==================== seq_shift_add_multiplier_flat
### Cell classes on the final placement, seq_shift_add_multiplier_flat

Scale bar: 20 um. Fill, decap, tap and diode cells in gray.
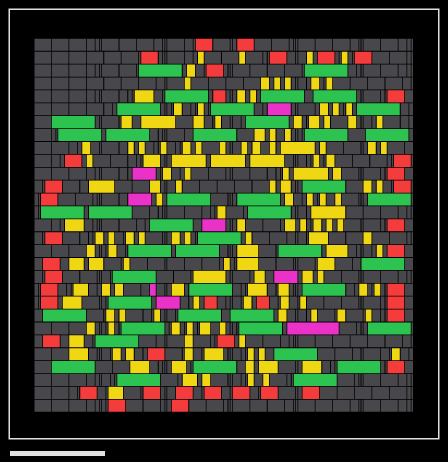
### Placed standard cells, seq_shift_add_multiplier_flat

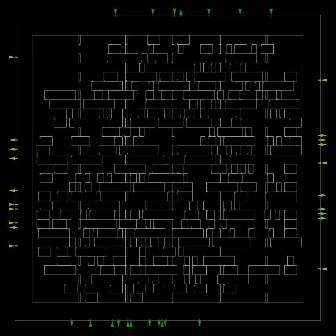
File: config.mk
export PLATFORM = sky130hd
export DESIGN_NAME = seq_shift_add_multiplier_flat
export DESIGN_NICKNAME = d
export VERILOG_FILES = /design/src/rtl/seq_shift_add_multiplier_pkg.sv /design/src/rtl/seq_shift_add_multiplier_if.sv /design/src/rtl/seq_shift_add_multiplier_adder.sv /design/src/rtl/seq_shift_add_multiplier.sv /design/src/flat_wrapper.sv
export SDC_FILE = /design/constraint.sdc
export NUM_CORES = 1
export LEC_CHECK = 0
export CELL_PAD_IN_SITES_DETAIL_PLACEMENT = 1
export CELL_PAD_IN_SITES_GLOBAL_PLACEMENT = 2
export CORE_MARGIN = 5
export CORE_UTILIZATION = 33
export CTS_CLUSTER_DIAMETER = 150
export DETAILED_ROUTE_END_ITERATION = 12
export PLACE_DENSITY = 0.76
export SLEW_MARGIN = 20
export SYNTH_ARGS = -nofsm -noshare
export SYNTH_HDL_FRONTEND = slang
export SYNTH_SLANG_ARGS = --single-unit
File: constraint.sdc
create_clock -name clk -period 4.3 [get_ports clk]
set_clock_uncertainty 0.1 [all_clocks]
set_input_delay 0.86 -clock clk [delete_from_list [all_inputs] [get_ports clk]]
set_output_delay 0.86 -clock clk [all_outputs]
set_load 0.005 [all_outputs]
File: src/rtl/seq_shift_add_multiplier_pkg.sv
// Shared definitions for the sequential shift-and-add multiplier: FSM encoding
// and the iteration counter width helper.
package seq_shift_add_multiplier_pkg;

    typedef enum logic [1:0] {
        ST_IDLE = 2'd0,
        ST_RUN  = 2'd1,
        ST_DONE = 2'd2
    } state_t;

    // Counter counts N-1 down to 0, so clog2(N) bits suffice (at least one bit).
    function automatic int cnt_w(input int n);
        return (n < 2) ? 1 : $clog2(n);
    endfunction

endpackage

File: src/rtl/seq_shift_add_multiplier_if.sv
// Request/result bundle between a client and the sequential multiplier.
interface seq_shift_add_multiplier_if #(
    parameter int N = 8
);
    logic             start;
    logic [N-1:0]     multiplicand;
    logic [N-1:0]     multiplier;
    logic             ready;
    logic             busy;
    logic             done;
    logic [2*N-1:0]   product;

    modport master (
        output start, multiplicand, multiplier,
        input  ready, busy, done, product
    );

    modport slave (
        input  start, multiplicand, multiplier,
        output ready, busy, done, product
    );
endinterface

File: src/rtl/seq_shift_add_multiplier_adder.sv
// N-bit ripple-carry adder; the carry out of the top bit is discarded because
// the multiplier sizes its operands so that it can never be set.
module seq_shift_add_multiplier_adder #(
    parameter int N = 9
) (
    input  logic [N-1:0] number1,
    input  logic [N-1:0] number2,
    output logic [N-1:0] result
);
    logic [N-1:0] carry;

    assign carry[0] = 1'b0;

    for (genvar gi = 0; gi < N; gi++) begin : g_bit
        assign result[gi] = number1[gi] ^ number2[gi] ^ carry[gi];
        if (gi < N - 1) begin : g_carry
            assign carry[gi+1] = (number1[gi] & number2[gi]) |
                                 (carry[gi] & (number1[gi] ^ number2[gi]));
        end
    end
endmodule

File: src/rtl/seq_shift_add_multiplier.sv
// Unsigned N x N -> 2N radix-2 shift-and-add multiplier, one partial product
// per clock through a single shared adder.
module seq_shift_add_multiplier
    import seq_shift_add_multiplier_pkg::*;
#(
    parameter int N = 8
) (
    input  logic                      clk,
    input  logic                      rst,
    seq_shift_add_multiplier_if.slave bus
);
    localparam int              CNT_W    = cnt_w(N);
    localparam logic [CNT_W-1:0] CNT_LAST = CNT_W'(N - 1);

    state_t             state_reg;
    state_t             state_next;
    logic [N-1:0]       m_reg;
    logic [N-1:0]       q_reg;
    logic [N:0]         a_hi_reg;
    logic [CNT_W-1:0]   cnt_reg;
    logic [2*N-1:0]     product_reg;

    logic [N:0]         add_out;
    logic [N:0]         sum;
    logic [2*N:0]       shifted;
    logic [N:0]         a_hi_next;
    logic [N-1:0]       q_next;

    seq_shift_add_multiplier_adder #(.N(N + 1)) u_adder (
        .number1 (a_hi_reg),
        .number2 ({1'b0, m_reg}),
        .result  (add_out)
    );

    // A_hi[N] is zero before every add, so the carry lands in sum[N] and
    // the right shift walks the low sum bit into the top of Q.
    always_comb begin
        sum       = q_reg[0] ? add_out : a_hi_reg;
        shifted   = {sum, q_reg} >> 1;
        a_hi_next = shifted[2*N:N];
        q_next    = shifted[N-1:0];
    end

    always_comb begin
        state_next = state_reg;
        case (state_reg)
            ST_IDLE: if (bus.start) state_next = ST_RUN;
            ST_RUN:  if (cnt_reg == '0) state_next = ST_DONE;
            ST_DONE: state_next = ST_IDLE;
            default: state_next = ST_IDLE;
        endcase
    end

    always_ff @(posedge clk or posedge rst) begin
        if (rst) begin
            state_reg   <= ST_IDLE;
            m_reg       <= '0;
            q_reg       <= '0;
            a_hi_reg    <= '0;
            cnt_reg     <= '0;
            product_reg <= '0;
        end else begin
            state_reg <= state_next;
            case (state_reg)
                ST_IDLE: begin
                    if (bus.start) begin
                        m_reg    <= bus.multiplicand;
                        q_reg    <= bus.multiplier;
                        a_hi_reg <= '0;
                        cnt_reg  <= CNT_LAST;
                    end
                end
                ST_RUN: begin
                    a_hi_reg <= a_hi_next;
                    q_reg    <= q_next;
                    cnt_reg  <= cnt_reg - 1'b1;
                    if (cnt_reg == '0) begin
                        product_reg <= shifted[2*N-1:0];
                    end
                end
                default: ;
            endcase
        end
    end

    assign bus.ready   = (state_reg == ST_IDLE);
    assign bus.busy    = (state_reg == ST_RUN);
    assign bus.done    = (state_reg == ST_DONE);
    assign bus.product = product_reg;
endmodule

File: src/flat_wrapper.sv
// flat-port wrapper written by rule: the top's interface ports become plain ports
module seq_shift_add_multiplier_flat import seq_shift_add_multiplier_pkg::*;
#(
    parameter int N = 8
)
  (clk, rst, bus_start, bus_multiplicand, bus_multiplier, bus_ready, bus_busy, bus_done, bus_product);
  seq_shift_add_multiplier_if #(.N(N)) bus_i ();
  input  logic clk;
  input  logic rst;
  input wire logic [$bits(bus_i.start)-1:0] bus_start;
  input wire logic [$bits(bus_i.multiplicand)-1:0] bus_multiplicand;
  input wire logic [$bits(bus_i.multiplier)-1:0] bus_multiplier;
  output wire logic [$bits(bus_i.ready)-1:0] bus_ready;
  output wire logic [$bits(bus_i.busy)-1:0] bus_busy;
  output wire logic [$bits(bus_i.done)-1:0] bus_done;
  output wire logic [$bits(bus_i.product)-1:0] bus_product;
  assign bus_i.start = bus_start;
  assign bus_i.multiplicand = bus_multiplicand;
  assign bus_i.multiplier = bus_multiplier;
  assign bus_ready = bus_i.ready;
  assign bus_busy = bus_i.busy;
  assign bus_done = bus_i.done;
  assign bus_product = bus_i.product;
  seq_shift_add_multiplier #(.N(N)) u_core (.clk(clk), .rst(rst), .bus(bus_i));
endmodule
==> CHANGELOG.md <==
### Changed

* Status: complete, no violations
* Post-synthesis cell count at 207
* Internal power at 1.25 mW
* Flop share of the area at 0.423
* First-pass GRT wire length at 7780 um
* R2R setup slack at 430 ps
* Critical path's top delay family: adder cells
* Mean number of vias per cell at 4.73
* Critical Path End Type: register
* Fmax at 258 MHz
* Placed Instance Area at 0.00255 mm2
* Number of remaining DRC errors at 0
* Die X at 90.3 um
* Final cell count without fillers at 319
* Clock buffer count at 7
* Layout non-clock buf frac at 0.147
* Data required time of the worst path at 4360 ps
* Met2 Routed Length at 2030 um
* Flops & latches, synth at 45
* Crit-path cells: ha_1 > inv_1 > fa_1 > fa_1 > fa_1 > fa_1 > fa_1 > fa_1 > inv_1 > fa_1 > mux2i_1 > o22ai_1
* Synthesized cell area at 0.00213 mm2
* DRT Pass-1 Iters at 4
* Crit Path Max Fanout at 3
## Picture notes: 'Cell classes on the final placement' of seq_shift_add_multiplier_flat
Key: flops = green [cells 45]; other buffers and delay cells = red [cells 40]; clock drivers and dummy loads = magenta [cells 8]; combinational and other logic = yellow [cells 149]
core area: 0.00631 mm2
post-route cell area: 0.00267 mm2

## Picture notes: 'Placed standard cells' of seq_shift_add_multiplier_flat
FF+latch count: 45
n_taps: 77
fin util: 0.422
# rows: 29


==================== alu_req_sequencer
### Sequential cells colored by netlist name, alu_req_sequencer

Scale bar: 20 um.
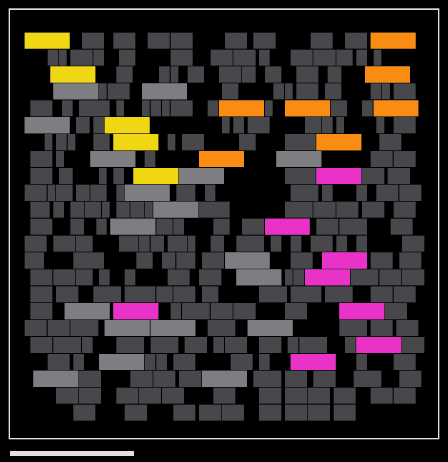
### Wiring by layer, alu_req_sequencer

Scale bar: 20 um.
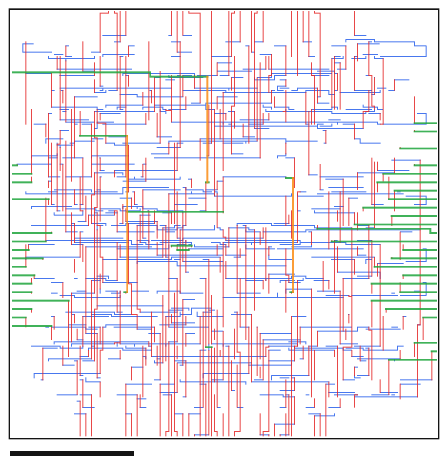
<file path="src/rtl/alu_pkg.sv">
// Shared definitions for the ALU request sequencer: selector codes, default widths,
// sequencer FSM encoding and response flag bit positions.
package alu_pkg;

  localparam int unsigned ALU_DATA_W  = 8;
  localparam int unsigned ALU_OP_W    = 4;
  localparam int unsigned ALU_NUM_OPS = 6;

  localparam logic [ALU_OP_W-1:0] ALU_OP_ADD = 4'd0;
  localparam logic [ALU_OP_W-1:0] ALU_OP_SUB = 4'd1;
  localparam logic [ALU_OP_W-1:0] ALU_OP_AND = 4'd2;
  localparam logic [ALU_OP_W-1:0] ALU_OP_OR  = 4'd3;
  localparam logic [ALU_OP_W-1:0] ALU_OP_XOR = 4'd4;
  localparam logic [ALU_OP_W-1:0] ALU_OP_NOT = 4'd5;

  typedef enum logic [1:0] {
    StIdle = 2'd0,
    StExec = 2'd1,
    StResp = 2'd2
  } seq_state_e;

  // rsp_flags = {err, sign, zero, oflow, cout}
  localparam int unsigned FLAGS_W    = 5;
  localparam int unsigned FLAG_COUT  = 0;
  localparam int unsigned FLAG_OFLOW = 1;
  localparam int unsigned FLAG_ZERO  = 2;
  localparam int unsigned FLAG_SIGN  = 3;
  localparam int unsigned FLAG_ERR   = 4;

endpackage

</file>
<file path="src/rtl/alu_arb2.sv">
// Two-way grant for the shared ALU. With ALU_SEQ_RR_EN defined, contention is resolved by a
// round-robin pointer that moves to the losing requester on every accept; otherwise req0
// always wins. A lone requester is always granted.
module alu_arb2 (
`ifdef ALU_SEQ_RR_EN
  input  logic       clk,
  input  logic       rst_n,
  input  logic       accept,
`endif
  input  logic [1:0] valid,
  output logic [1:0] grant
);

`ifdef ALU_SEQ_RR_EN
  logic rr_q;

  // Grant the pointed-to requester when both are valid.
  always_comb begin
    grant = valid;
    if (valid == 2'b11) grant = rr_q ? 2'b10 : 2'b01;
  end

  // Pointer moves to the non-granted requester on accept.
  always_ff @(posedge clk) begin
    if (!rst_n) begin
      rr_q <= 1'b0;
    end else if (accept) begin
      rr_q <= grant[0];
    end
  end
`else
  // Fixed priority: req0 wins any contention.
  always_comb begin
    grant = valid;
    if (valid == 2'b11) grant = 2'b01;
  end
`endif

endmodule

</file>
<file path="src/rtl/alu_req_sequencer.sv">
// Shares one ALU between the execution unit (req0) and the EA unit (req1). Each operation runs
// IDLE -> EXEC -> RESP: operands are latched onto the ALU inputs, the ALU result is captured
// after one execute cycle, and the result is held on the response channel until taken.
// Optional feature macro: ALU_SEQ_RR_EN (round-robin arbitration instead of req0 priority).
module alu_req_sequencer
  import alu_pkg::*;
#(
  parameter int unsigned DATA_W  = ALU_DATA_W,
  parameter int unsigned OP_W    = ALU_OP_W,
  parameter int unsigned NUM_OPS = ALU_NUM_OPS
) (
  input  logic               clk,
  input  logic               rst_n,
  input  logic               req0_valid,
  output logic               req0_ready,
  input  logic [OP_W-1:0]    req0_op,
  input  logic [DATA_W-1:0]  req0_a,
  input  logic [DATA_W-1:0]  req0_b,
  input  logic               req1_valid,
  output logic               req1_ready,
  input  logic [OP_W-1:0]    req1_op,
  input  logic [DATA_W-1:0]  req1_a,
  input  logic [DATA_W-1:0]  req1_b,
  output logic [DATA_W-1:0]  alu_a,
  output logic [DATA_W-1:0]  alu_b,
  output logic [OP_W-1:0]    alu_sel,
  input  logic [DATA_W-1:0]  alu_x,
  input  logic               alu_cout,
  input  logic               alu_oflow,
  output logic               rsp_valid,
  input  logic               rsp_ready,
  output logic               rsp_id,
  output logic [DATA_W-1:0]  rsp_x,
  output logic [FLAGS_W-1:0] rsp_flags
);

  seq_state_e         state_q;
  logic               id_q;
  logic               illegal_q;
  logic [1:0]         grant;
  logic               accept;
  logic [OP_W-1:0]    sel_op;
  logic [DATA_W-1:0]  sel_a;
  logic [DATA_W-1:0]  sel_b;
  logic               sel_illegal;
  logic [DATA_W-1:0]  exec_x;
  logic [FLAGS_W-1:0] exec_flags;

  alu_arb2 u_arb (
`ifdef ALU_SEQ_RR_EN
    .clk    (clk),
    .rst_n  (rst_n),
    .accept (accept),
`endif
    .valid  ({req1_valid, req0_valid}),
    .grant  (grant)
  );

  // Grant only counts while idle; readies are held low during reset as well.
  assign accept     = (state_q == StIdle) && (grant != 2'b00);
  assign req0_ready = rst_n && (state_q == StIdle) && grant[0];
  assign req1_ready = rst_n && (state_q == StIdle) && grant[1];

  // Payload of the granted requester.
  always_comb begin
    sel_op      = grant[1] ? req1_op : req0_op;
    sel_a       = grant[1] ? req1_a  : req0_a;
    sel_b       = grant[1] ? req1_b  : req0_b;
    sel_illegal = (32'(sel_op) >= NUM_OPS);
  end

  // Result and flags to capture at the end of EXEC; illegal ops ignore the ALU entirely.
  always_comb begin
    exec_x     = alu_x;
    exec_flags = '0;
    if (illegal_q) begin
      exec_x                = '0;
      exec_flags[FLAG_ZERO] = 1'b1;
      exec_flags[FLAG_ERR]  = 1'b1;
    end else begin
      exec_flags[FLAG_COUT]  = alu_cout;
      exec_flags[FLAG_OFLOW] = alu_oflow;
      exec_flags[FLAG_ZERO]  = (alu_x == '0);
      exec_flags[FLAG_SIGN]  = alu_x[DATA_W-1];
    end
  end

  // Sequencer FSM with registered ALU drive and response outputs.
  always_ff @(posedge clk) begin
    if (!rst_n) begin
      state_q   <= StIdle;
      id_q      <= 1'b0;
      illegal_q <= 1'b0;
      alu_a     <= '0;
      alu_b     <= '0;
      alu_sel   <= '0;
      rsp_valid <= 1'b0;
      rsp_id    <= 1'b0;
      rsp_x     <= '0;
      rsp_flags <= '0;
    end else begin
      unique case (state_q)
        StIdle: begin
          if (accept) begin
            alu_a     <= sel_a;
            alu_b     <= sel_b;
            alu_sel   <= sel_op;
            id_q      <= grant[1];
            illegal_q <= sel_illegal;
            state_q   <= StExec;
          end
        end
        StExec: begin
          rsp_x     <= exec_x;
          rsp_flags <= exec_flags;
          rsp_id    <= id_q;
          rsp_valid <= 1'b1;
          state_q   <= StResp;
        end
        StResp: begin
          // No accept in the handshake cycle: the next grant is evaluated from IDLE.
          if (rsp_ready) begin
            rsp_valid <= 1'b0;
            state_q   <= StIdle;
          end
        end
        default: state_q <= StIdle;
      endcase
    end
  end

endmodule
</file>
<file path="config.mk">
export PLATFORM = sky130hd
export DESIGN_NAME = alu_req_sequencer
export DESIGN_NICKNAME = d
export VERILOG_FILES = /design/src/rtl/alu_pkg.sv /design/src/rtl/alu_arb2.sv /design/src/rtl/alu_req_sequencer.sv
export SDC_FILE = /design/constraint.sdc
export NUM_CORES = 1
export LEC_CHECK = 0
export ABC_CLOCK_PERIOD_IN_PS = 1950
export CAP_MARGIN = 20
export CORE_MARGIN = 2
export CORE_UTILIZATION = 42
export CTS_CLUSTER_SIZE = 24
export DETAILED_ROUTE_END_ITERATION = 12
export PLACE_DENSITY_LB_ADDON = 0.12
export SYNTH_ARGS = -nofsm -noshare
export SYNTH_HDL_FRONTEND = slang
export SYNTH_SLANG_ARGS = --single-unit
</file>
<file path="constraint.sdc">
create_clock -name clk -period 1.95 [get_ports clk]
set_input_delay 0.39 -clock clk [delete_from_list [all_inputs] [get_ports clk]]
set_output_delay 0.39 -clock clk [all_outputs]
set_load 0.01 [all_outputs]
</file>
==> CHANGELOG.md <==
### Changed

* Initial antenna violation count at 0
* Reg-to-reg critical path startpoint: state_q[0]
* Logic cell area at 891 um2
* DR top layer: met4
* Worst-Margin Slew at 476 ps
* Layout non-clock buf frac at 0.349
* Critical Path End Type: output pin
* Status: complete, no violations
* Top power group: sequential cells
* Synth top cell by count: dfxtp_1
* Port Buffers at 91
* Post-synthesis cell count at 181
* Met1 WL at 1990 um
* Core area at 0.00403 mm2
* Tool warnings at 26
* Crit. path cell count at 4
Notes on 'Sequential cells colored by netlist name' of alu_req_sequencer above:
Key: `alu_b` = magenta [sequential cells 8]; `rsp_x` = orange [sequential cells 7]; `rsp_flags` = yellow [sequential cells 5, where upper left]
Another 18 sequential cells are not colored.
fin util: 0.694
register area: 761 um2
P_seq: 903 uW
flop share of the area: 0.272

Notes on 'Wiring by layer' of alu_req_sequencer above:
Key: metal 3 = green [wire length 319 um]; metal 1 = blue [wire length 1990 um]; metal 2 = red [wire length 2150 um]; metal 4 = orange [wire length 60.5 um]


==================== vga_framebuffer_scan_flat
--- config.mk ---
export PLATFORM = sky130hd
export DESIGN_NAME = vga_framebuffer_scan_flat
export DESIGN_NICKNAME = d
export VERILOG_FILES = /design/src/rtl/vga_framebuffer_scan_if.sv /design/src/rtl/vga_framebuffer_scan.sv /design/src/flat_wrapper.sv
export SDC_FILE = /design/constraint.sdc
export NUM_CORES = 1
export LEC_CHECK = 0
export ABC_AREA = 1
export CORE_ASPECT_RATIO = 2
export CORE_UTILIZATION = 61
export CTS_CLUSTER_DIAMETER = 30
export DETAILED_ROUTE_END_ITERATION = 7
export DONT_BUFFER_PORTS = 1
export GPL_ROUTABILITY_DRIVEN = 0
export PLACE_DENSITY = 0.83
export SETUP_SLACK_MARGIN = 0.4
export SLEW_MARGIN = 0
export SYNTH_ARGS = -nofsm -noshare
export SYNTH_HDL_FRONTEND = slang
export SYNTH_SLANG_ARGS = --single-unit
--- constraint.sdc ---
create_clock -name clk -period 16.9 [get_ports clk]
set_input_delay 3.38 -clock clk [delete_from_list [all_inputs] [get_ports clk]]
set_output_delay 3.38 -clock clk [all_outputs]
set_load 0.05 [all_outputs]
--- src/rtl/vga_framebuffer_scan_if.sv ---
// Bundles the zoom control, result-RAM read port and VGA output of vga_framebuffer_scan.
// The master modport is the scanner side; the slave modport is the RAM/display side.
interface vga_framebuffer_scan_if;
    logic [1:0]  zoom_select;
    logic [7:0]  ram_data;
    logic [18:0] ram_addr;
    logic [7:0]  vga_r;
    logic [7:0]  vga_g;
    logic [7:0]  vga_b;
    logic        vga_hs;
    logic        vga_vs;
    logic        vga_blank_n;
    logic        vga_sync_n;
    logic        frame_start;

    modport master (
        input  zoom_select, ram_data,
        output ram_addr, vga_r, vga_g, vga_b, vga_hs, vga_vs, vga_blank_n, vga_sync_n,
               frame_start
    );

    modport slave (
        output zoom_select, ram_data,
        input  ram_addr, vga_r, vga_g, vga_b, vga_hs, vga_vs, vga_blank_n, vga_sync_n,
               frame_start
    );
endinterface

--- src/rtl/vga_framebuffer_scan.sv ---
// Scans the downscaled image out of the result RAM onto a VGA raster, centred on black.
// Optional IMG_BORDER_EN draws a one-pixel white ring around the image rectangle.
module vga_framebuffer_scan #(
    parameter int unsigned LARGURA_ORIG = 160,
    parameter int unsigned ALTURA_ORIG  = 120,
    parameter int unsigned CLK_DIV      = 2,
    parameter int unsigned H_ACTIVE     = 640,
    parameter int unsigned H_FP         = 16,
    parameter int unsigned H_SYNC       = 96,
    parameter int unsigned H_BP         = 48,
    parameter int unsigned V_ACTIVE     = 480,
    parameter int unsigned V_FP         = 10,
    parameter int unsigned V_SYNC       = 2,
    parameter int unsigned V_BP         = 33
) (
    input  logic                         clk,
    input  logic                         rst,
    vga_framebuffer_scan_if.master       bus
);

    localparam logic [9:0] HAct       = 10'(H_ACTIVE);
    localparam logic [9:0] VAct       = 10'(V_ACTIVE);
    localparam logic [9:0] HSyncStart = 10'(H_ACTIVE + H_FP);
    localparam logic [9:0] HSyncEnd   = 10'(H_ACTIVE + H_FP + H_SYNC);
    localparam logic [9:0] VSyncStart = 10'(V_ACTIVE + V_FP);
    localparam logic [9:0] VSyncEnd   = 10'(V_ACTIVE + V_FP + V_SYNC);
    localparam logic [9:0] HLast      = 10'(H_ACTIVE + H_FP + H_SYNC + H_BP - 1);
    localparam logic [9:0] VLast      = 10'(V_ACTIVE + V_FP + V_SYNC + V_BP - 1);
    localparam logic [1:0] DivLast    = 2'(CLK_DIV - 1);

    logic [1:0]  div_q, div_d;
    logic [9:0]  h_q, h_d, v_q, v_d;
    logic [1:0]  zoom_q, zoom_d;
    logic [18:0] ram_addr_q, ram_addr_d;
    logic        in_img_q, in_img_d;
    logic        active_q, active_d;
    logic        hs0_q, hs0_d, vs0_q, vs0_d;
    logic        fs0_q, fs0_d;
    logic        border0_q, border0_d;
    logic [7:0]  rgb_q, rgb_d;
    logic        hs_q, hs_d, vs_q, vs_d;
    logic        blank_n_q, blank_n_d;
    logic        frame_start_q, frame_start_d;

    logic        tick;
    logic [9:0]  img_w, img_h, x0, y0, x_end, y_end;
    logic        in_img;
    logic        border;
    logic [18:0] row, col, addr_calc;

    assign tick = (div_q == DivLast);

    // Geometry follows the latched zoom only, so it is constant across a frame.
    always_comb begin
        img_w     = 10'(LARGURA_ORIG) >> zoom_q;
        img_h     = 10'(ALTURA_ORIG) >> zoom_q;
        x0        = (HAct - img_w) >> 1;
        y0        = (VAct - img_h) >> 1;
        x_end     = x0 + img_w;
        y_end     = y0 + img_h;
        in_img    = (h_q >= x0) && (h_q < x_end) && (v_q >= y0) && (v_q < y_end);
        row       = 19'(v_q - y0);
        col       = 19'(h_q - x0);
        addr_calc = row * {9'd0, img_w} + col;
        border    = 1'b0;
`ifdef IMG_BORDER_EN
        border = (((h_q == x0 - 10'd1) || (h_q == x_end)) &&
                  (v_q >= y0 - 10'd1) && (v_q <= y_end)) ||
                 (((v_q == y0 - 10'd1) || (v_q == y_end)) &&
                  (h_q >= x0 - 10'd1) && (h_q <= x_end));
`endif
    end

    always_comb begin
        div_d         = tick ? 2'd0 : div_q + 2'd1;
        h_d           = h_q;
        v_d           = v_q;
        zoom_d        = zoom_q;
        ram_addr_d    = ram_addr_q;
        in_img_d      = in_img_q;
        active_d      = active_q;
        hs0_d         = hs0_q;
        vs0_d         = vs0_q;
        fs0_d         = fs0_q;
        border0_d     = border0_q;
        rgb_d         = rgb_q;
        hs_d          = hs_q;
        vs_d          = vs_q;
        blank_n_d     = blank_n_q;
        frame_start_d = 1'b0;

        if (tick) begin
            if (h_q == HLast) begin
                h_d = 10'd0;
                v_d = (v_q == VLast) ? 10'd0 : v_q + 10'd1;
            end else begin
                h_d = h_q + 10'd1;
            end
            if ((h_q == 10'd0) && (v_q == VAct)) begin
                zoom_d = bus.zoom_select;
            end

            // Stage 0: address and per-pixel flags for the current counter position.
            ram_addr_d = in_img ? addr_calc : 19'd0;
            in_img_d   = in_img;
            active_d   = (h_q < HAct) && (v_q < VAct);
            hs0_d      = !((h_q >= HSyncStart) && (h_q < HSyncEnd));
            vs0_d      = !((v_q >= VSyncStart) && (v_q < VSyncEnd));
            fs0_d      = (h_q == 10'd0) && (v_q == 10'd0);
            border0_d  = border;

            // Stage 1: RAM data has been valid since one clk after stage 0 issued the address.
            if (active_q && border0_q) begin
                rgb_d = 8'hFF;
            end else if (active_q && in_img_q) begin
                rgb_d = bus.ram_data;
            end else begin
                rgb_d = 8'h00;
            end
            hs_d          = hs0_q;
            vs_d          = vs0_q;
            blank_n_d     = active_q;
            frame_start_d = fs0_q;
        end
    end

    always_ff @(posedge clk or posedge rst) begin
        if (rst) begin
            div_q         <= 2'd0;
            h_q           <= 10'd0;
            v_q           <= 10'd0;
            zoom_q        <= 2'd0;
            ram_addr_q    <= 19'd0;
            in_img_q      <= 1'b0;
            active_q      <= 1'b0;
            hs0_q         <= 1'b1;
            vs0_q         <= 1'b1;
            fs0_q         <= 1'b0;
            border0_q     <= 1'b0;
            rgb_q         <= 8'h00;
            hs_q          <= 1'b1;
            vs_q          <= 1'b1;
            blank_n_q     <= 1'b0;
            frame_start_q <= 1'b0;
        end else begin
            div_q         <= div_d;
            h_q           <= h_d;
            v_q           <= v_d;
            zoom_q        <= zoom_d;
            ram_addr_q    <= ram_addr_d;
            in_img_q      <= in_img_d;
            active_q      <= active_d;
            hs0_q         <= hs0_d;
            vs0_q         <= vs0_d;
            fs0_q         <= fs0_d;
            border0_q     <= border0_d;
            rgb_q         <= rgb_d;
            hs_q          <= hs_d;
            vs_q          <= vs_d;
            blank_n_q     <= blank_n_d;
            frame_start_q <= frame_start_d;
        end
    end

    assign bus.ram_addr    = ram_addr_q;
    assign bus.vga_r       = rgb_q;
    assign bus.vga_g       = rgb_q;
    assign bus.vga_b       = rgb_q;
    assign bus.vga_hs      = hs_q;
    assign bus.vga_vs      = vs_q;
    assign bus.vga_blank_n = blank_n_q;
    assign bus.vga_sync_n  = 1'b0;
    assign bus.frame_start = frame_start_q;

endmodule

--- src/flat_wrapper.sv ---
// flat-port wrapper written by rule: the top's interface ports become plain ports
module vga_framebuffer_scan_flat 
#(
    parameter int unsigned LARGURA_ORIG = 160,
    parameter int unsigned ALTURA_ORIG  = 120,
    parameter int unsigned CLK_DIV      = 2,
    parameter int unsigned H_ACTIVE     = 640,
    parameter int unsigned H_FP         = 16,
    parameter int unsigned H_SYNC       = 96,
    parameter int unsigned H_BP         = 48,
    parameter int unsigned V_ACTIVE     = 480,
    parameter int unsigned V_FP         = 10,
    parameter int unsigned V_SYNC       = 2,
    parameter int unsigned V_BP         = 33
)
  (clk, rst, bus_zoom_select, bus_ram_data, bus_ram_addr, bus_vga_r, bus_vga_g, bus_vga_b, bus_vga_hs, bus_vga_vs, bus_vga_blank_n, bus_vga_sync_n, bus_frame_start);
  vga_framebuffer_scan_if bus_i ();
  input  logic clk;
  input  logic rst;
  input wire logic [$bits(bus_i.zoom_select)-1:0] bus_zoom_select;
  input wire logic [$bits(bus_i.ram_data)-1:0] bus_ram_data;
  output wire logic [$bits(bus_i.ram_addr)-1:0] bus_ram_addr;
  output wire logic [$bits(bus_i.vga_r)-1:0] bus_vga_r;
  output wire logic [$bits(bus_i.vga_g)-1:0] bus_vga_g;
  output wire logic [$bits(bus_i.vga_b)-1:0] bus_vga_b;
  output wire logic [$bits(bus_i.vga_hs)-1:0] bus_vga_hs;
  output wire logic [$bits(bus_i.vga_vs)-1:0] bus_vga_vs;
  output wire logic [$bits(bus_i.vga_blank_n)-1:0] bus_vga_blank_n;
  output wire logic [$bits(bus_i.vga_sync_n)-1:0] bus_vga_sync_n;
  output wire logic [$bits(bus_i.frame_start)-1:0] bus_frame_start;
  assign bus_i.zoom_select = bus_zoom_select;
  assign bus_i.ram_data = bus_ram_data;
  assign bus_ram_addr = bus_i.ram_addr;
  assign bus_vga_r = bus_i.vga_r;
  assign bus_vga_g = bus_i.vga_g;
  assign bus_vga_b = bus_i.vga_b;
  assign bus_vga_hs = bus_i.vga_hs;
  assign bus_vga_vs = bus_i.vga_vs;
  assign bus_vga_blank_n = bus_i.vga_blank_n;
  assign bus_vga_sync_n = bus_i.vga_sync_n;
  assign bus_frame_start = bus_i.frame_start;
  vga_framebuffer_scan #(.LARGURA_ORIG(LARGURA_ORIG), .ALTURA_ORIG(ALTURA_ORIG), .CLK_DIV(CLK_DIV), .H_ACTIVE(H_ACTIVE), .H_FP(H_FP), .H_SYNC(H_SYNC), .H_BP(H_BP), .V_ACTIVE(V_ACTIVE), .V_FP(V_FP), .V_SYNC(V_SYNC), .V_BP(V_BP)) u_core (.clk(clk), .rst(rst), .bus(bus_i));
endmodule
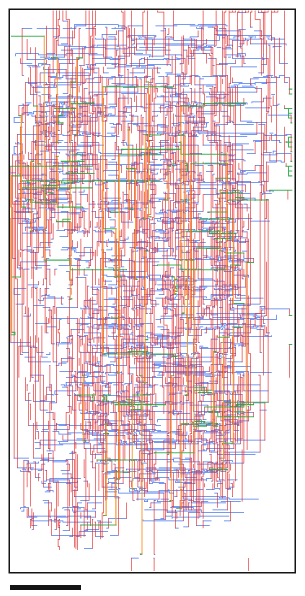
*Wiring by layer, vga_framebuffer_scan_flat*
Scale bar: 20 um.
Key: metal 3 = green [wire length 675 um]; metal 1 = blue [wire length 6130 um]; metal 2 = red [wire length 10200 um]; metal 4 = orange [wire length 1260 um]

==> CHANGELOG.md <==
### Changed

* Logic share of the area at 0.634
* Total grt overflow at 0
* Die X at 80.3 um
* Sequential share of power at 0.426
* Min-delay worst type: register to register
* Met1 WL at 6130 um
* Late-Pin Clk Latency at 340 ps
* Status: complete, no violations
* R2R setup slack at 9700 ps
* Synth Area in Adders at 0.336
* Post-CTS Setup Repair Bufs at 0
* Synth mux share at 0
* Crit path kind: register to register
* Top_reg_cell synth: dfrtp_1
* Internal power at 259 uW
* Slowest CP cell: fa_1
* RR Endpoint: u_core.bus.ram_addr[12]
* Setup crit start kind: register
* Layout non-clock buf frac at 0.00861
* Met1 Track Usage GR at 0.310
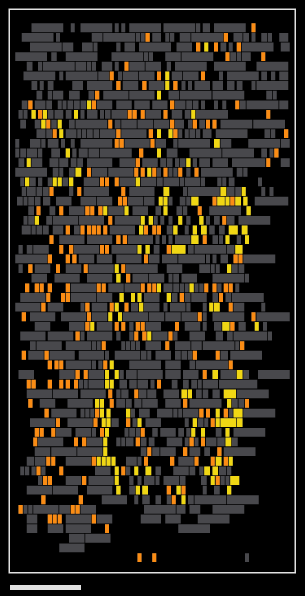
*Gate-type map, vga_framebuffer_scan_flat*
Scale bar: 20 um.
Key: inverters = orange [cells 218, most used inv_1, where all over the die]; NOR gates = yellow [cells 129, most used nor2_1]


==================== onehot_index_queue
### src/rtl/onehot_index_queue.sv
// One-hot to binary index converter feeding a small valid/ready FIFO; illegal vectors are dropped and flagged.
// Optional illegal-accept counter output err_cnt enabled by macro ONEHOT_INDEX_QUEUE_ERR_CNT_EN.
module onehot_index_queue #(
    parameter int N     = 4,
    parameter int IDX_W = 2,
    parameter int DEPTH = 4
) (
    input  logic             clk,
    input  logic             rst_n,
    input  logic             in_valid,
    input  logic [N-1:0]     in_onehot,
    output logic             in_ready,
    output logic             out_valid,
    output logic [IDX_W-1:0] out_idx,
    input  logic             out_ready,
    output logic [IDX_W:0]   count,
    output logic             err,
    input  logic             err_clr
`ifdef ONEHOT_INDEX_QUEUE_ERR_CNT_EN
    ,
    output logic [7:0]       err_cnt
`endif
);

    localparam int PTR_W = (DEPTH > 1) ? $clog2(DEPTH) : 1;
    localparam logic [IDX_W:0] FULL_C = (IDX_W+1)'(DEPTH);

    // A vector is legal when it is non-zero and clearing its lowest set bit leaves nothing.
    function automatic logic is_onehot(input logic [N-1:0] v);
        logic [N-1:0] low_cleared;
        low_cleared = v & (v - {{(N-1){1'b0}}, 1'b1});
        return (v != {N{1'b0}}) && (low_cleared == {N{1'b0}});
    endfunction

    function automatic logic [IDX_W-1:0] onehot_to_idx(input logic [N-1:0] v);
        logic [IDX_W-1:0] idx;
        idx = {IDX_W{1'b0}};
        for (int i = 0; i < N; i++) begin
            if (v[i]) begin
                idx = i[IDX_W-1:0];
            end else begin
                idx = idx;
            end
        end
        return idx;
    endfunction

    logic [IDX_W-1:0] mem_r [DEPTH];
    logic [PTR_W-1:0] wr_ptr_r;
    logic [PTR_W-1:0] rd_ptr_r;
    logic [IDX_W:0]   count_r;
    logic             err_r;
    logic             in_ready_s;
    logic             out_valid_s;
    logic             accept_s;
    logic             legal_s;
    logic             push_s;
    logic             pop_s;
    logic             illegal_s;
    logic [IDX_W:0]   count_nxt_s;

    assign in_ready_s  = (count_r != FULL_C);
    assign out_valid_s = (count_r != {(IDX_W+1){1'b0}});
    assign legal_s     = is_onehot(in_onehot);
    assign accept_s    = in_valid & in_ready_s;
    assign push_s      = accept_s & legal_s;
    assign illegal_s   = accept_s & ~legal_s;
    assign pop_s       = out_valid_s & out_ready;

    // Occupancy next-state from the push/pop pair.
    always_comb begin
        count_nxt_s = count_r;
        case ({push_s, pop_s})
            2'b10:   count_nxt_s = count_r + {{IDX_W{1'b0}}, 1'b1};
            2'b01:   count_nxt_s = count_r - {{IDX_W{1'b0}}, 1'b1};
            default: count_nxt_s = count_r;
        endcase
    end

    // FIFO storage, pointers and occupancy.
    always_ff @(posedge clk or negedge rst_n) begin
        if (!rst_n) begin
            for (int i = 0; i < DEPTH; i++) begin
                mem_r[i] <= {IDX_W{1'b0}};
            end
            wr_ptr_r <= {PTR_W{1'b0}};
            rd_ptr_r <= {PTR_W{1'b0}};
            count_r  <= {(IDX_W+1){1'b0}};
        end else begin
            if (push_s) begin
                mem_r[wr_ptr_r] <= onehot_to_idx(in_onehot);
                wr_ptr_r        <= wr_ptr_r + {{(PTR_W-1){1'b0}}, 1'b1};
            end
            if (pop_s) begin
                rd_ptr_r <= rd_ptr_r + {{(PTR_W-1){1'b0}}, 1'b1};
            end
            count_r <= count_nxt_s;
        end
    end

    // Sticky error flag; a new illegal accept beats a same-cycle clear.
    always_ff @(posedge clk or negedge rst_n) begin
        if (!rst_n) begin
            err_r <= 1'b0;
        end else if (illegal_s) begin
            err_r <= 1'b1;
        end else if (err_clr) begin
            err_r <= 1'b0;
        end
    end

`ifdef ONEHOT_INDEX_QUEUE_ERR_CNT_EN
    logic [7:0] err_cnt_r;

    // Saturating illegal-accept counter; clear restarts it at the same-cycle accept.
    always_ff @(posedge clk or negedge rst_n) begin
        if (!rst_n) begin
            err_cnt_r <= 8'd0;
        end else if (err_clr) begin
            err_cnt_r <= illegal_s ? 8'd1 : 8'd0;
        end else if (illegal_s && (err_cnt_r != 8'd255)) begin
            err_cnt_r <= err_cnt_r + 8'd1;
        end
    end

    assign err_cnt = err_cnt_r;
`endif

    assign in_ready  = in_ready_s;
    assign out_valid = out_valid_s;
    assign out_idx   = mem_r[rd_ptr_r];
    assign count     = count_r;
    assign err       = err_r;

endmodule

### config.mk
export PLATFORM = sky130hd
export DESIGN_NAME = onehot_index_queue
export DESIGN_NICKNAME = d
export VERILOG_FILES = /design/src/rtl/onehot_index_queue.sv
export SDC_FILE = /design/constraint.sdc
export NUM_CORES = 1
export LEC_CHECK = 0
export ABC_AREA = 1
export ABC_CLOCK_PERIOD_IN_PS = 2000
export CAP_MARGIN = 25
export CORE_MARGIN = 5
export CORE_UTILIZATION = 50
export DETAILED_ROUTE_END_ITERATION = 8
export GPL_ROUTABILITY_DRIVEN = 0
export PLACE_DENSITY_LB_ADDON = 0.3
export SYNTH_ARGS = -nofsm -noshare
export SYNTH_HDL_FRONTEND = slang
export SYNTH_SLANG_ARGS = --single-unit
### constraint.sdc
create_clock -name clk -period 2 [get_ports clk]
set_input_delay 0.2 -clock clk [delete_from_list [all_inputs] [get_ports clk]]
set_output_delay 0.2 -clock clk [all_outputs]
set_load 0.005 [all_outputs]
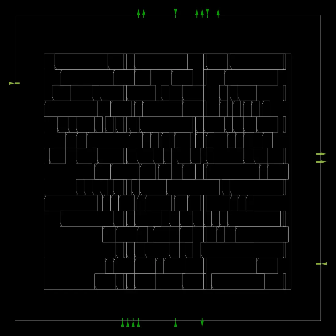
*Placed standard cells, onehot_index_queue*
final cell count without fillers: 160
flop share of the area: 0.338
FF+latch count: 16

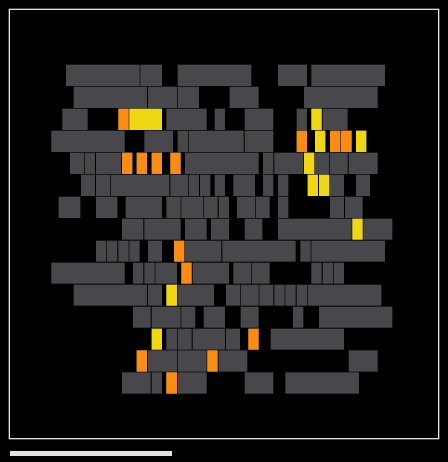
*Gate-type map, onehot_index_queue*
Scale bar: 20 um.
Key: NOR gates = yellow [cells 10, most used nor2_1]; inverters = orange [cells 14, most used inv_1]
most frequent logic cell in the layout: nand2_1
logic share of the area: 0.382

==> CHANGELOG.md <==
### Changed

* Peak supply drop at 0.000751 V
* Mean post-synth cell area at 8.39 um2
* Filler cell count at 146
* Internal power at 1.00 mW
* Syn_nets at 125
* Bufs on Longest Clock Path at 2
* Critical Path End Type: register
* Final layout net count at 151
* Non-clock buffer count at 23
* R2R setup slack at 110 ps
* P&R area growth vs syn at 28.5%
* Sw frac at 0.382
* Max-Cap Viols at 0
* Synthesized cell area at 923 um2
* CP peak stage delay at 550 ps
* Biggest Area Class: logic gates
* GR peak layer: met2
* Number of enable flip-flop cells at 0
* Post-route ant nets at 0
* Status: complete, no violations
* Ant diodes at 0
* Static Leak at 0.598 nW
* RSZ-0062 raised after global routing: no
* Synth warnings at 0
* Total grt overflow at 0

==================== piece_bag_generator
### Placed standard cells, piece_bag_generator

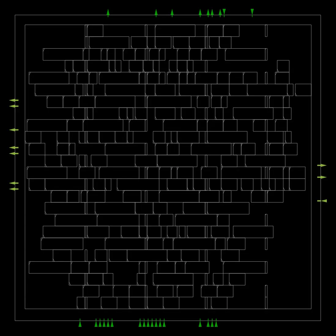
===== config.mk =====
export PLATFORM = sky130hd
export DESIGN_NAME = piece_bag_generator
export DESIGN_NICKNAME = d
export VERILOG_FILES = /design/src/rtl/tetris_pkg.sv /design/src/rtl/lfsr_core.sv /design/src/rtl/piece_bag_generator.sv
export SDC_FILE = /design/constraint.sdc
export NUM_CORES = 1
export LEC_CHECK = 0
export CORE_MARGIN = 2
export CORE_UTILIZATION = 47
export DETAILED_ROUTE_END_ITERATION = 7
export HOLD_SLACK_MARGIN = 0.06
export PLACE_DENSITY = 0.75
export SETUP_SLACK_MARGIN = 0.05
export SKIP_LAST_GASP = 1
export SLEW_MARGIN = 20
export SYNTH_ARGS = -nofsm -noshare
export SYNTH_HDL_FRONTEND = slang
export SYNTH_HIERARCHICAL = 1
export SYNTH_SLANG_ARGS = --single-unit

===== constraint.sdc =====
create_clock -name clock -period 2.5 [get_ports clock]
set_input_delay 0.375 -clock clock [delete_from_list [all_inputs] [get_ports clock]]
set_output_delay 0.375 -clock clock [all_outputs]
set_load 0.01 [all_outputs]

===== src/rtl/tetris_pkg.sv =====
// Shared shape definitions for the piece generator.
// Holds the shape count, the shape code width and the code assigned to
// each tetromino.
package tetris_pkg;

  localparam int NUM_SHAPES = 7;
  localparam int SHAPE_W    = $clog2(NUM_SHAPES);

  typedef enum logic [SHAPE_W-1:0] {
    SHAPE_I = 3'd0,
    SHAPE_O = 3'd1,
    SHAPE_T = 3'd2,
    SHAPE_S = 3'd3,
    SHAPE_Z = 3'd4,
    SHAPE_J = 3'd5,
    SHAPE_L = 3'd6
  } shape_e;

  localparam logic [SHAPE_W-1:0] CODE_I = SHAPE_I;
  localparam logic [SHAPE_W-1:0] CODE_O = SHAPE_O;
  localparam logic [SHAPE_W-1:0] CODE_T = SHAPE_T;
  localparam logic [SHAPE_W-1:0] CODE_S = SHAPE_S;
  localparam logic [SHAPE_W-1:0] CODE_Z = SHAPE_Z;
  localparam logic [SHAPE_W-1:0] CODE_J = SHAPE_J;
  localparam logic [SHAPE_W-1:0] CODE_L = SHAPE_L;

endpackage


===== src/rtl/lfsr_core.sv =====
// Fibonacci LFSR that shifts left every cycle outside reset.
// Ports:
//   clock      - rising-edge clock
//   resetn     - asynchronous active-low reset, loads SEED (1 if SEED is 0)
//   load       - replace the register with load_value this edge
//   load_value - value to load; a zero value loads 1 instead
//   value      - low OUT_W bits of the register
module lfsr_core #(
  parameter int                WIDTH = 16,
  parameter logic [WIDTH-1:0]  TAPS  = 16'hB400,
  parameter logic [WIDTH-1:0]  SEED  = 16'hABCD,
  parameter int                OUT_W = 3
) (
  input  logic             clock,
  input  logic             resetn,
  input  logic             load,
  input  logic [WIDTH-1:0] load_value,
  output logic [OUT_W-1:0] value
);

  localparam logic [WIDTH-1:0] ONE         = WIDTH'(1);
  localparam logic [WIDTH-1:0] RESET_VALUE = (SEED == '0) ? ONE : SEED;

  logic [WIDTH-1:0] state;
  logic [WIDTH-1:0] state_next;
  logic             feedback;

  always_comb begin
    feedback = ^(state & TAPS);
    if (load) begin
      state_next = (load_value == '0) ? ONE : load_value;
    end else begin
      state_next = {state[WIDTH-2:0], feedback};
    end
    // The all-zero state is a lock-up point for an XOR LFSR; never enter it.
    if (state_next == '0) begin
      state_next = ONE;
    end
  end

  always_ff @(posedge clock or negedge resetn) begin
    if (!resetn) begin
      state <= RESET_VALUE;
    end else begin
      state <= state_next;
    end
  end

  assign value = state[OUT_W-1:0];

endmodule


===== src/rtl/piece_bag_generator.sv =====
// Random shape generator with a current-shape register and a preview queue.
// An LFSR offers one candidate code per cycle; legal candidates (and, in bag
// mode, ones not yet drawn from the current bag) enter a small FIFO whose
// head is the current shape and whose remaining slots form the preview.
// Ports:
//   clock         - rising-edge clock
//   resetn        - asynchronous active-low reset
//   seed_load     - one-cycle reseed request, empties queue and bag
//   seed_in       - seed used on seed_load (0 is replaced by 1)
//   next_req      - pop the current shape (ignored while shape_valid is 0)
//   shape_valid   - shape_id holds a legal shape
//   shape_id      - current shape code
//   preview       - upcoming shapes, slot 0 (next) in the LSBs
//   preview_valid - one valid bit per preview slot
module piece_bag_generator #(
  parameter int                     LFSR_WIDTH    = 16,
  parameter logic [LFSR_WIDTH-1:0]  LFSR_TAPS     = 16'hB400,
  parameter logic [LFSR_WIDTH-1:0]  INITIAL_SEED  = 16'hABCD,
  parameter int                     NUM_SHAPES    = tetris_pkg::NUM_SHAPES,
  parameter int                     PREVIEW_DEPTH = 3,
  parameter int                     BAG_MODE      = 1,
  localparam int                    SHAPE_W       = (NUM_SHAPES > 1) ? $clog2(NUM_SHAPES) : 1
) (
  input  logic                             clock,
  input  logic                             resetn,
  input  logic                             seed_load,
  input  logic [LFSR_WIDTH-1:0]            seed_in,
  input  logic                             next_req,
  output logic                             shape_valid,
  output logic [SHAPE_W-1:0]               shape_id,
  output logic [SHAPE_W*PREVIEW_DEPTH-1:0] preview,
  output logic [PREVIEW_DEPTH-1:0]         preview_valid
);

  localparam int QDEPTH = PREVIEW_DEPTH + 1;

  logic [SHAPE_W-1:0]    candidate;
  logic [NUM_SHAPES-1:0] cand_onehot;
  logic                  cand_legal;
  logic                  cand_in_bag;
  logic                  cand_accept;
  logic                  pop;
  logic                  q_full;
  logic                  do_write;

  // Queue storage. q_vld is a thermometer code (slot 0 fills first) and
  // slots beyond it always hold zero, so the outputs need no masking.
  logic [SHAPE_W-1:0]    q_data      [QDEPTH];
  logic [SHAPE_W-1:0]    q_data_next [QDEPTH];
  logic [SHAPE_W-1:0]    sh_data     [QDEPTH];
  logic [QDEPTH-1:0]     q_vld;
  logic [QDEPTH-1:0]     q_vld_next;
  logic [QDEPTH-1:0]     sh_vld;
  logic [QDEPTH-1:0]     slot_open;

  logic [NUM_SHAPES-1:0] bag_used;
  logic [NUM_SHAPES-1:0] bag_next;

  lfsr_core #(
    .WIDTH (LFSR_WIDTH),
    .TAPS  (LFSR_TAPS),
    .SEED  (INITIAL_SEED),
    .OUT_W (SHAPE_W)
  ) u_lfsr (
    .clock      (clock),
    .resetn     (resetn),
    .load       (seed_load),
    .load_value (seed_in),
    .value      (candidate)
  );

  // Candidate screening. The one-hot decode stays all-zero for codes
  // outside 0..NUM_SHAPES-1, which keeps the bag lookup in range.
  always_comb begin
    cand_onehot = '0;
    for (int i = 0; i < NUM_SHAPES; i++) begin
      if (candidate == SHAPE_W'(i)) begin
        cand_onehot[i] = 1'b1;
      end
    end
    cand_legal  = (int'(candidate) < NUM_SHAPES);
    cand_in_bag = |(cand_onehot & bag_used);
    cand_accept = cand_legal && !((BAG_MODE != 0) && cand_in_bag);
  end

  assign pop      = next_req && q_vld[0];
  assign q_full   = q_vld[QDEPTH-1];
  assign do_write = !seed_load && cand_accept && (!q_full || pop);

  // Shift first, then append into the first empty slot of the shifted
  // queue; a pop on a full queue therefore frees the last slot for the write.
  always_comb begin
    for (int i = 0; i < QDEPTH; i++) begin
      sh_data[i] = q_data[i];
    end
    sh_vld = q_vld;
    if (pop) begin
      for (int i = 0; i < QDEPTH - 1; i++) begin
        sh_data[i] = q_data[i+1];
      end
      sh_data[QDEPTH-1] = '0;
      sh_vld = {1'b0, q_vld[QDEPTH-1:1]};
    end

    slot_open = ~sh_vld & {sh_vld[QDEPTH-2:0], 1'b1};

    q_data_next = sh_data;
    q_vld_next  = sh_vld;
    if (do_write) begin
      for (int i = 0; i < QDEPTH; i++) begin
        if (slot_open[i]) begin
          q_data_next[i] = candidate;
          q_vld_next[i]  = 1'b1;
        end
      end
    end

    if (seed_load) begin
      for (int i = 0; i < QDEPTH; i++) begin
        q_data_next[i] = '0;
      end
      q_vld_next = '0;
    end
  end

  // Bag bookkeeping: the write that completes the bag starts a fresh one.
  always_comb begin
    bag_next = bag_used;
    if ((BAG_MODE != 0) && do_write) begin
      bag_next = bag_used | cand_onehot;
      if (&bag_next) begin
        bag_next = '0;
      end
    end
    if (seed_load) begin
      bag_next = '0;
    end
  end

  always_ff @(posedge clock or negedge resetn) begin
    if (!resetn) begin
      for (int i = 0; i < QDEPTH; i++) begin
        q_data[i] <= '0;
      end
      q_vld    <= '0;
      bag_used <= '0;
    end else begin
      for (int i = 0; i < QDEPTH; i++) begin
        q_data[i] <= q_data_next[i];
      end
      q_vld    <= q_vld_next;
      bag_used <= bag_next;
    end
  end

  assign shape_id      = q_data[0];
  assign shape_valid   = q_vld[0];
  assign preview_valid = q_vld[QDEPTH-1:1];

  for (genvar g = 0; g < PREVIEW_DEPTH; g++) begin : g_preview
    assign preview[g*SHAPE_W +: SHAPE_W] = q_data[g+1];
  end

endmodule

==> CHANGELOG.md <==
### Changed

* CP bufs+invs at 0
* Clk root buf: clkbuf_8
* Critical Path End: bag_used[3]
* DRT iter0 DRCs at 65
* Die X at 70.3 um
* Non-clock buffer count at 47
* CP peak stage delay at 600 ps
* Post-CTS Hold Buffers at 0
* Largest net degree at the start of global routing at 40
* Synthesis area per yosys at 0.00206 mm2
* Yosys xor share at 0.0127
* Crit path from: u_lfsr/state[2]
* Via count at 1606
* Logic share of the area at 0.385
* Cells after DPL at 269
* Slowest CP cell: nor4_1
* Synth area leader: dfrtp_1
* Setup crit start kind: register
* Status: complete, no violations
* Synth top cell by count: dfrtp_1
About 'Placed standard cells' of piece_bag_generator:
FF+latch count: 39
filler cell count: 346
core area: 0.00429 mm2


==================== clk_div_prog
### Wiring by layer, clk_div_prog

Scale bar: 50 um.
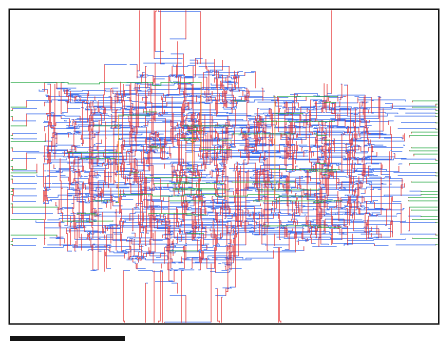
### src/rtl/clk_div_prog.sv
// Programmable clock divider and tick generator.
// Divisor is double-buffered: writes land in a shadow register and are moved
// to the active divisor only at a terminal count or a synchronous restart,
// so a period in progress is never cut short or stretched.
//
// Output modes:
//   MODE_in = 0 : CLK_out toggles at every terminal count (period 2*D)
//   MODE_in = 1 : CLK_out mirrors TICK_out (one-cycle pulse every D cycles)
module clk_div_prog #(
    parameter int WIDTH       = 32,
    parameter int DEFAULT_DIV = 99999
) (
    input  logic             CLK_in,
    input  logic             RST_in,
    input  logic             EN_in,
    input  logic             MODE_in,
    input  logic [WIDTH-1:0] DIV_in,
    input  logic             DIV_we_in,
    input  logic             SYNC_in,
    output logic             CLK_out,
    output logic             TICK_out,
    output logic             PEND_out,
    output logic [WIDTH-1:0] CNT_out
);

    localparam logic [WIDTH-1:0] DIV_RST = WIDTH'(DEFAULT_DIV);
    localparam logic [WIDTH-1:0] ONE     = WIDTH'(1);

    logic [WIDTH-1:0] cnt;
    logic [WIDTH-1:0] div_act;
    logic [WIDTH-1:0] div_shd;
    logic [WIDTH-1:0] div_eff;
    logic             clk_q;
    logic             tick_q;
    logic             pend;
    logic             term;

    // Effective divisor clamps 0 to 1; terminal uses >= as a guard against
    // a counter that somehow sits beyond the last state.
    always_comb begin
        div_eff = (div_act == '0) ? ONE : div_act;
        term    = EN_in && (cnt >= (div_eff - ONE));
    end

    // Counter, output and divisor-buffer update; SYNC_in outranks counting.
    always_ff @(posedge CLK_in or posedge RST_in) begin
        if (RST_in) begin
            cnt     <= '0;
            clk_q   <= 1'b0;
            tick_q  <= 1'b0;
            pend    <= 1'b0;
            div_act <= DIV_RST;
            div_shd <= DIV_RST;
        end else if (SYNC_in) begin
            cnt    <= '0;
            clk_q  <= 1'b0;
            tick_q <= 1'b0;
            // A write in the same cycle is the newest value and wins.
            if (DIV_we_in) begin
                div_act <= DIV_in;
                div_shd <= DIV_in;
                pend    <= 1'b0;
            end else if (pend) begin
                div_act <= div_shd;
                pend    <= 1'b0;
            end
        end else begin
            if (EN_in && term) begin
                cnt    <= '0;
                tick_q <= 1'b1;
                clk_q  <= MODE_in ? 1'b1 : ~clk_q;
                // The terminal consumes the shadow as it was before this edge;
                // a coincident write remains pending for the next terminal.
                if (pend) begin
                    div_act <= div_shd;
                end
            end else if (EN_in) begin
                cnt    <= cnt + ONE;
                tick_q <= 1'b0;
                clk_q  <= MODE_in ? 1'b0 : clk_q;
            end else begin
                tick_q <= 1'b0;
                clk_q  <= MODE_in ? 1'b0 : clk_q;
            end

            if (DIV_we_in) begin
                div_shd <= DIV_in;
                pend    <= 1'b1;
            end else if (EN_in && term) begin
                pend    <= 1'b0;
            end
        end
    end

    assign CLK_out  = clk_q;
    assign TICK_out = tick_q;
    assign PEND_out = pend;
    assign CNT_out  = cnt;

endmodule

### config.mk
export PLATFORM = sky130hd
export DESIGN_NAME = clk_div_prog
export DESIGN_NICKNAME = d
export VERILOG_FILES = /design/src/rtl/clk_div_prog.sv
export SDC_FILE = /design/constraint.sdc
export NUM_CORES = 1
export LEC_CHECK = 0
export ABC_AREA = 1
export CAP_MARGIN = 10
export CORE_ASPECT_RATIO = 0.7
export CORE_MARGIN = 10
export CORE_UTILIZATION = 35
export DETAILED_ROUTE_END_ITERATION = 8
export PLACE_DENSITY = 0.66
export SETUP_SLACK_MARGIN = 0.15
export SYNTH_ARGS = -nofsm -noshare
export SYNTH_HDL_FRONTEND = slang
export SYNTH_SLANG_ARGS = --single-unit
export TNS_END_PERCENT = 50
### constraint.sdc
create_clock -name CLK_in -period 6.2 [get_ports CLK_in]
set_input_delay 1.24 -clock CLK_in [delete_from_list [all_inputs] [get_ports CLK_in]]
set_output_delay 1.24 -clock CLK_in [all_outputs]
set_load 0.005 [all_outputs]
==> CHANGELOG.md <==
### Changed

* Slew Viols, Final at 0
* First-pass GRT wire length at 30300 um
* Status: complete, no violations
* Crit path from: div_act[2]
* Fmax at 233 MHz
* AO/OA Area Share at 0.0833
* P&R area growth vs syn at 17.6%
* Resize count post-CTS at 0
* Final setup viols at 0
* Port Buffers at 72
* Post-synth area hogs: dfrtp_1, nand2_1, dfstp_2
* Number of enable flip-flop cells at 0
* Post-CTS Setup Repair Bufs at 0
* Mean post-synth cell area at 7.27 um2
* Synth area leader: dfrtp_1
* Comb_multi_in at 674
* Fp util at 0.358
* Final setup margin at 1900 ps
* Synthesized cell area at 0.00679 mm2
* CP peak stage delay at 610 ps
* Largest net degree at the start of global routing at 84
* Late-Pin Clk Latency at 360 ps
* Tot Pwr at 1.73 mW
* HPWL Detailed at 13600 um
* Clock skew at 10.7 ps
* H-Tree Depth at 3
* Placed Instance Area at 0.00770 mm2
* # rows at 42
* Cell depth of the worst flop-to-flop path at 27
* Combinational cell power at 395 uW
* Seq/Total Area, Yosys at 0.368
* Top cells excl fill/tap: nand2_1, inv_1, nor2_1, nand3_1, dfrtp_1
* Pwr/cell area at 217 mW/mm2
* Met1 Track Usage GR at 0.217
* Bufs on Longest Clock Path at 2
## Picture notes: 'Wiring by layer' of clk_div_prog
Key: metal 3 = green [wire length 1140 um]; metal 1 = blue [wire length 9880 um]; metal 4 = orange [wire length 126 um]; metal 2 = red [wire length 6940 um]
via count: 6126
DR WL/cell: 14.4 um
Detailed Route WL: 18100 um



==> gallery <==
Cell classes on the final placement.
picture 1
Scale bar: 20 um. Fill, decap, tap and diode cells in gray.
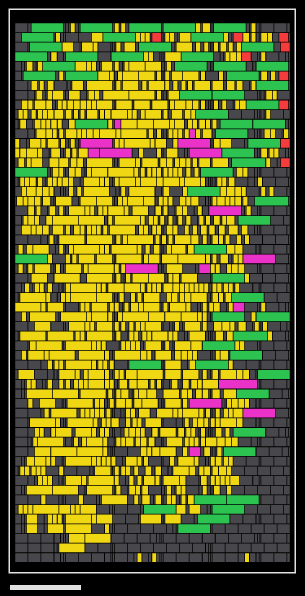
picture 2
Scale bar: 50 um. Fill, decap, tap and diode cells in gray.
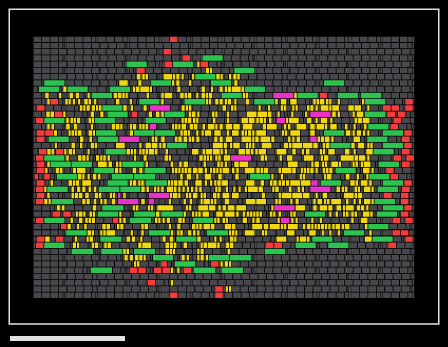
picture 3
Scale bar: 20 um. Fill, decap, tap and diode cells in gray.
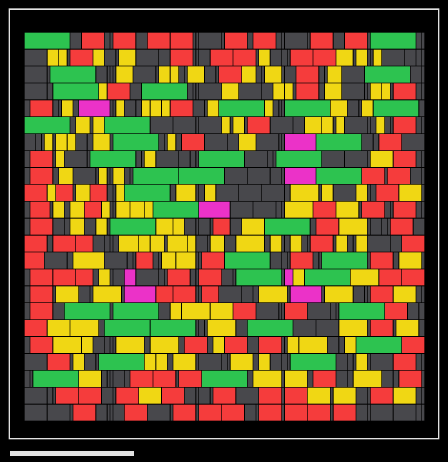
picture 4
Scale bar: 20 um. Fill, decap, tap and diode cells in gray.
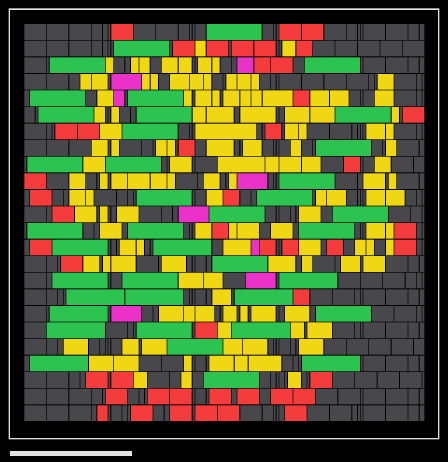
picture 5
Scale bar: 20 um. Fill, decap, tap and diode cells in gray.
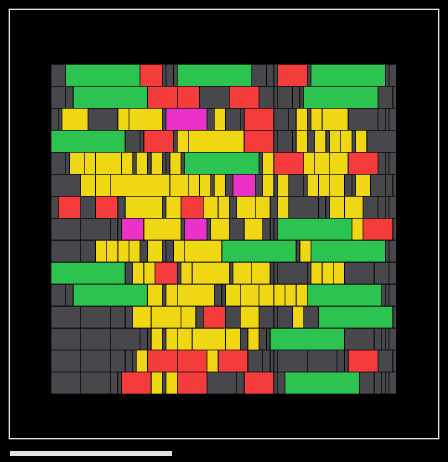
- vga_framebuffer_scan_flat = picture 1
- onehot_index_queue = picture 5
- piece_bag_generator = picture 4
- clk_div_prog = picture 2
- alu_req_sequencer = picture 3

No activity file was given, so power comes from the tool's default toggle rates.
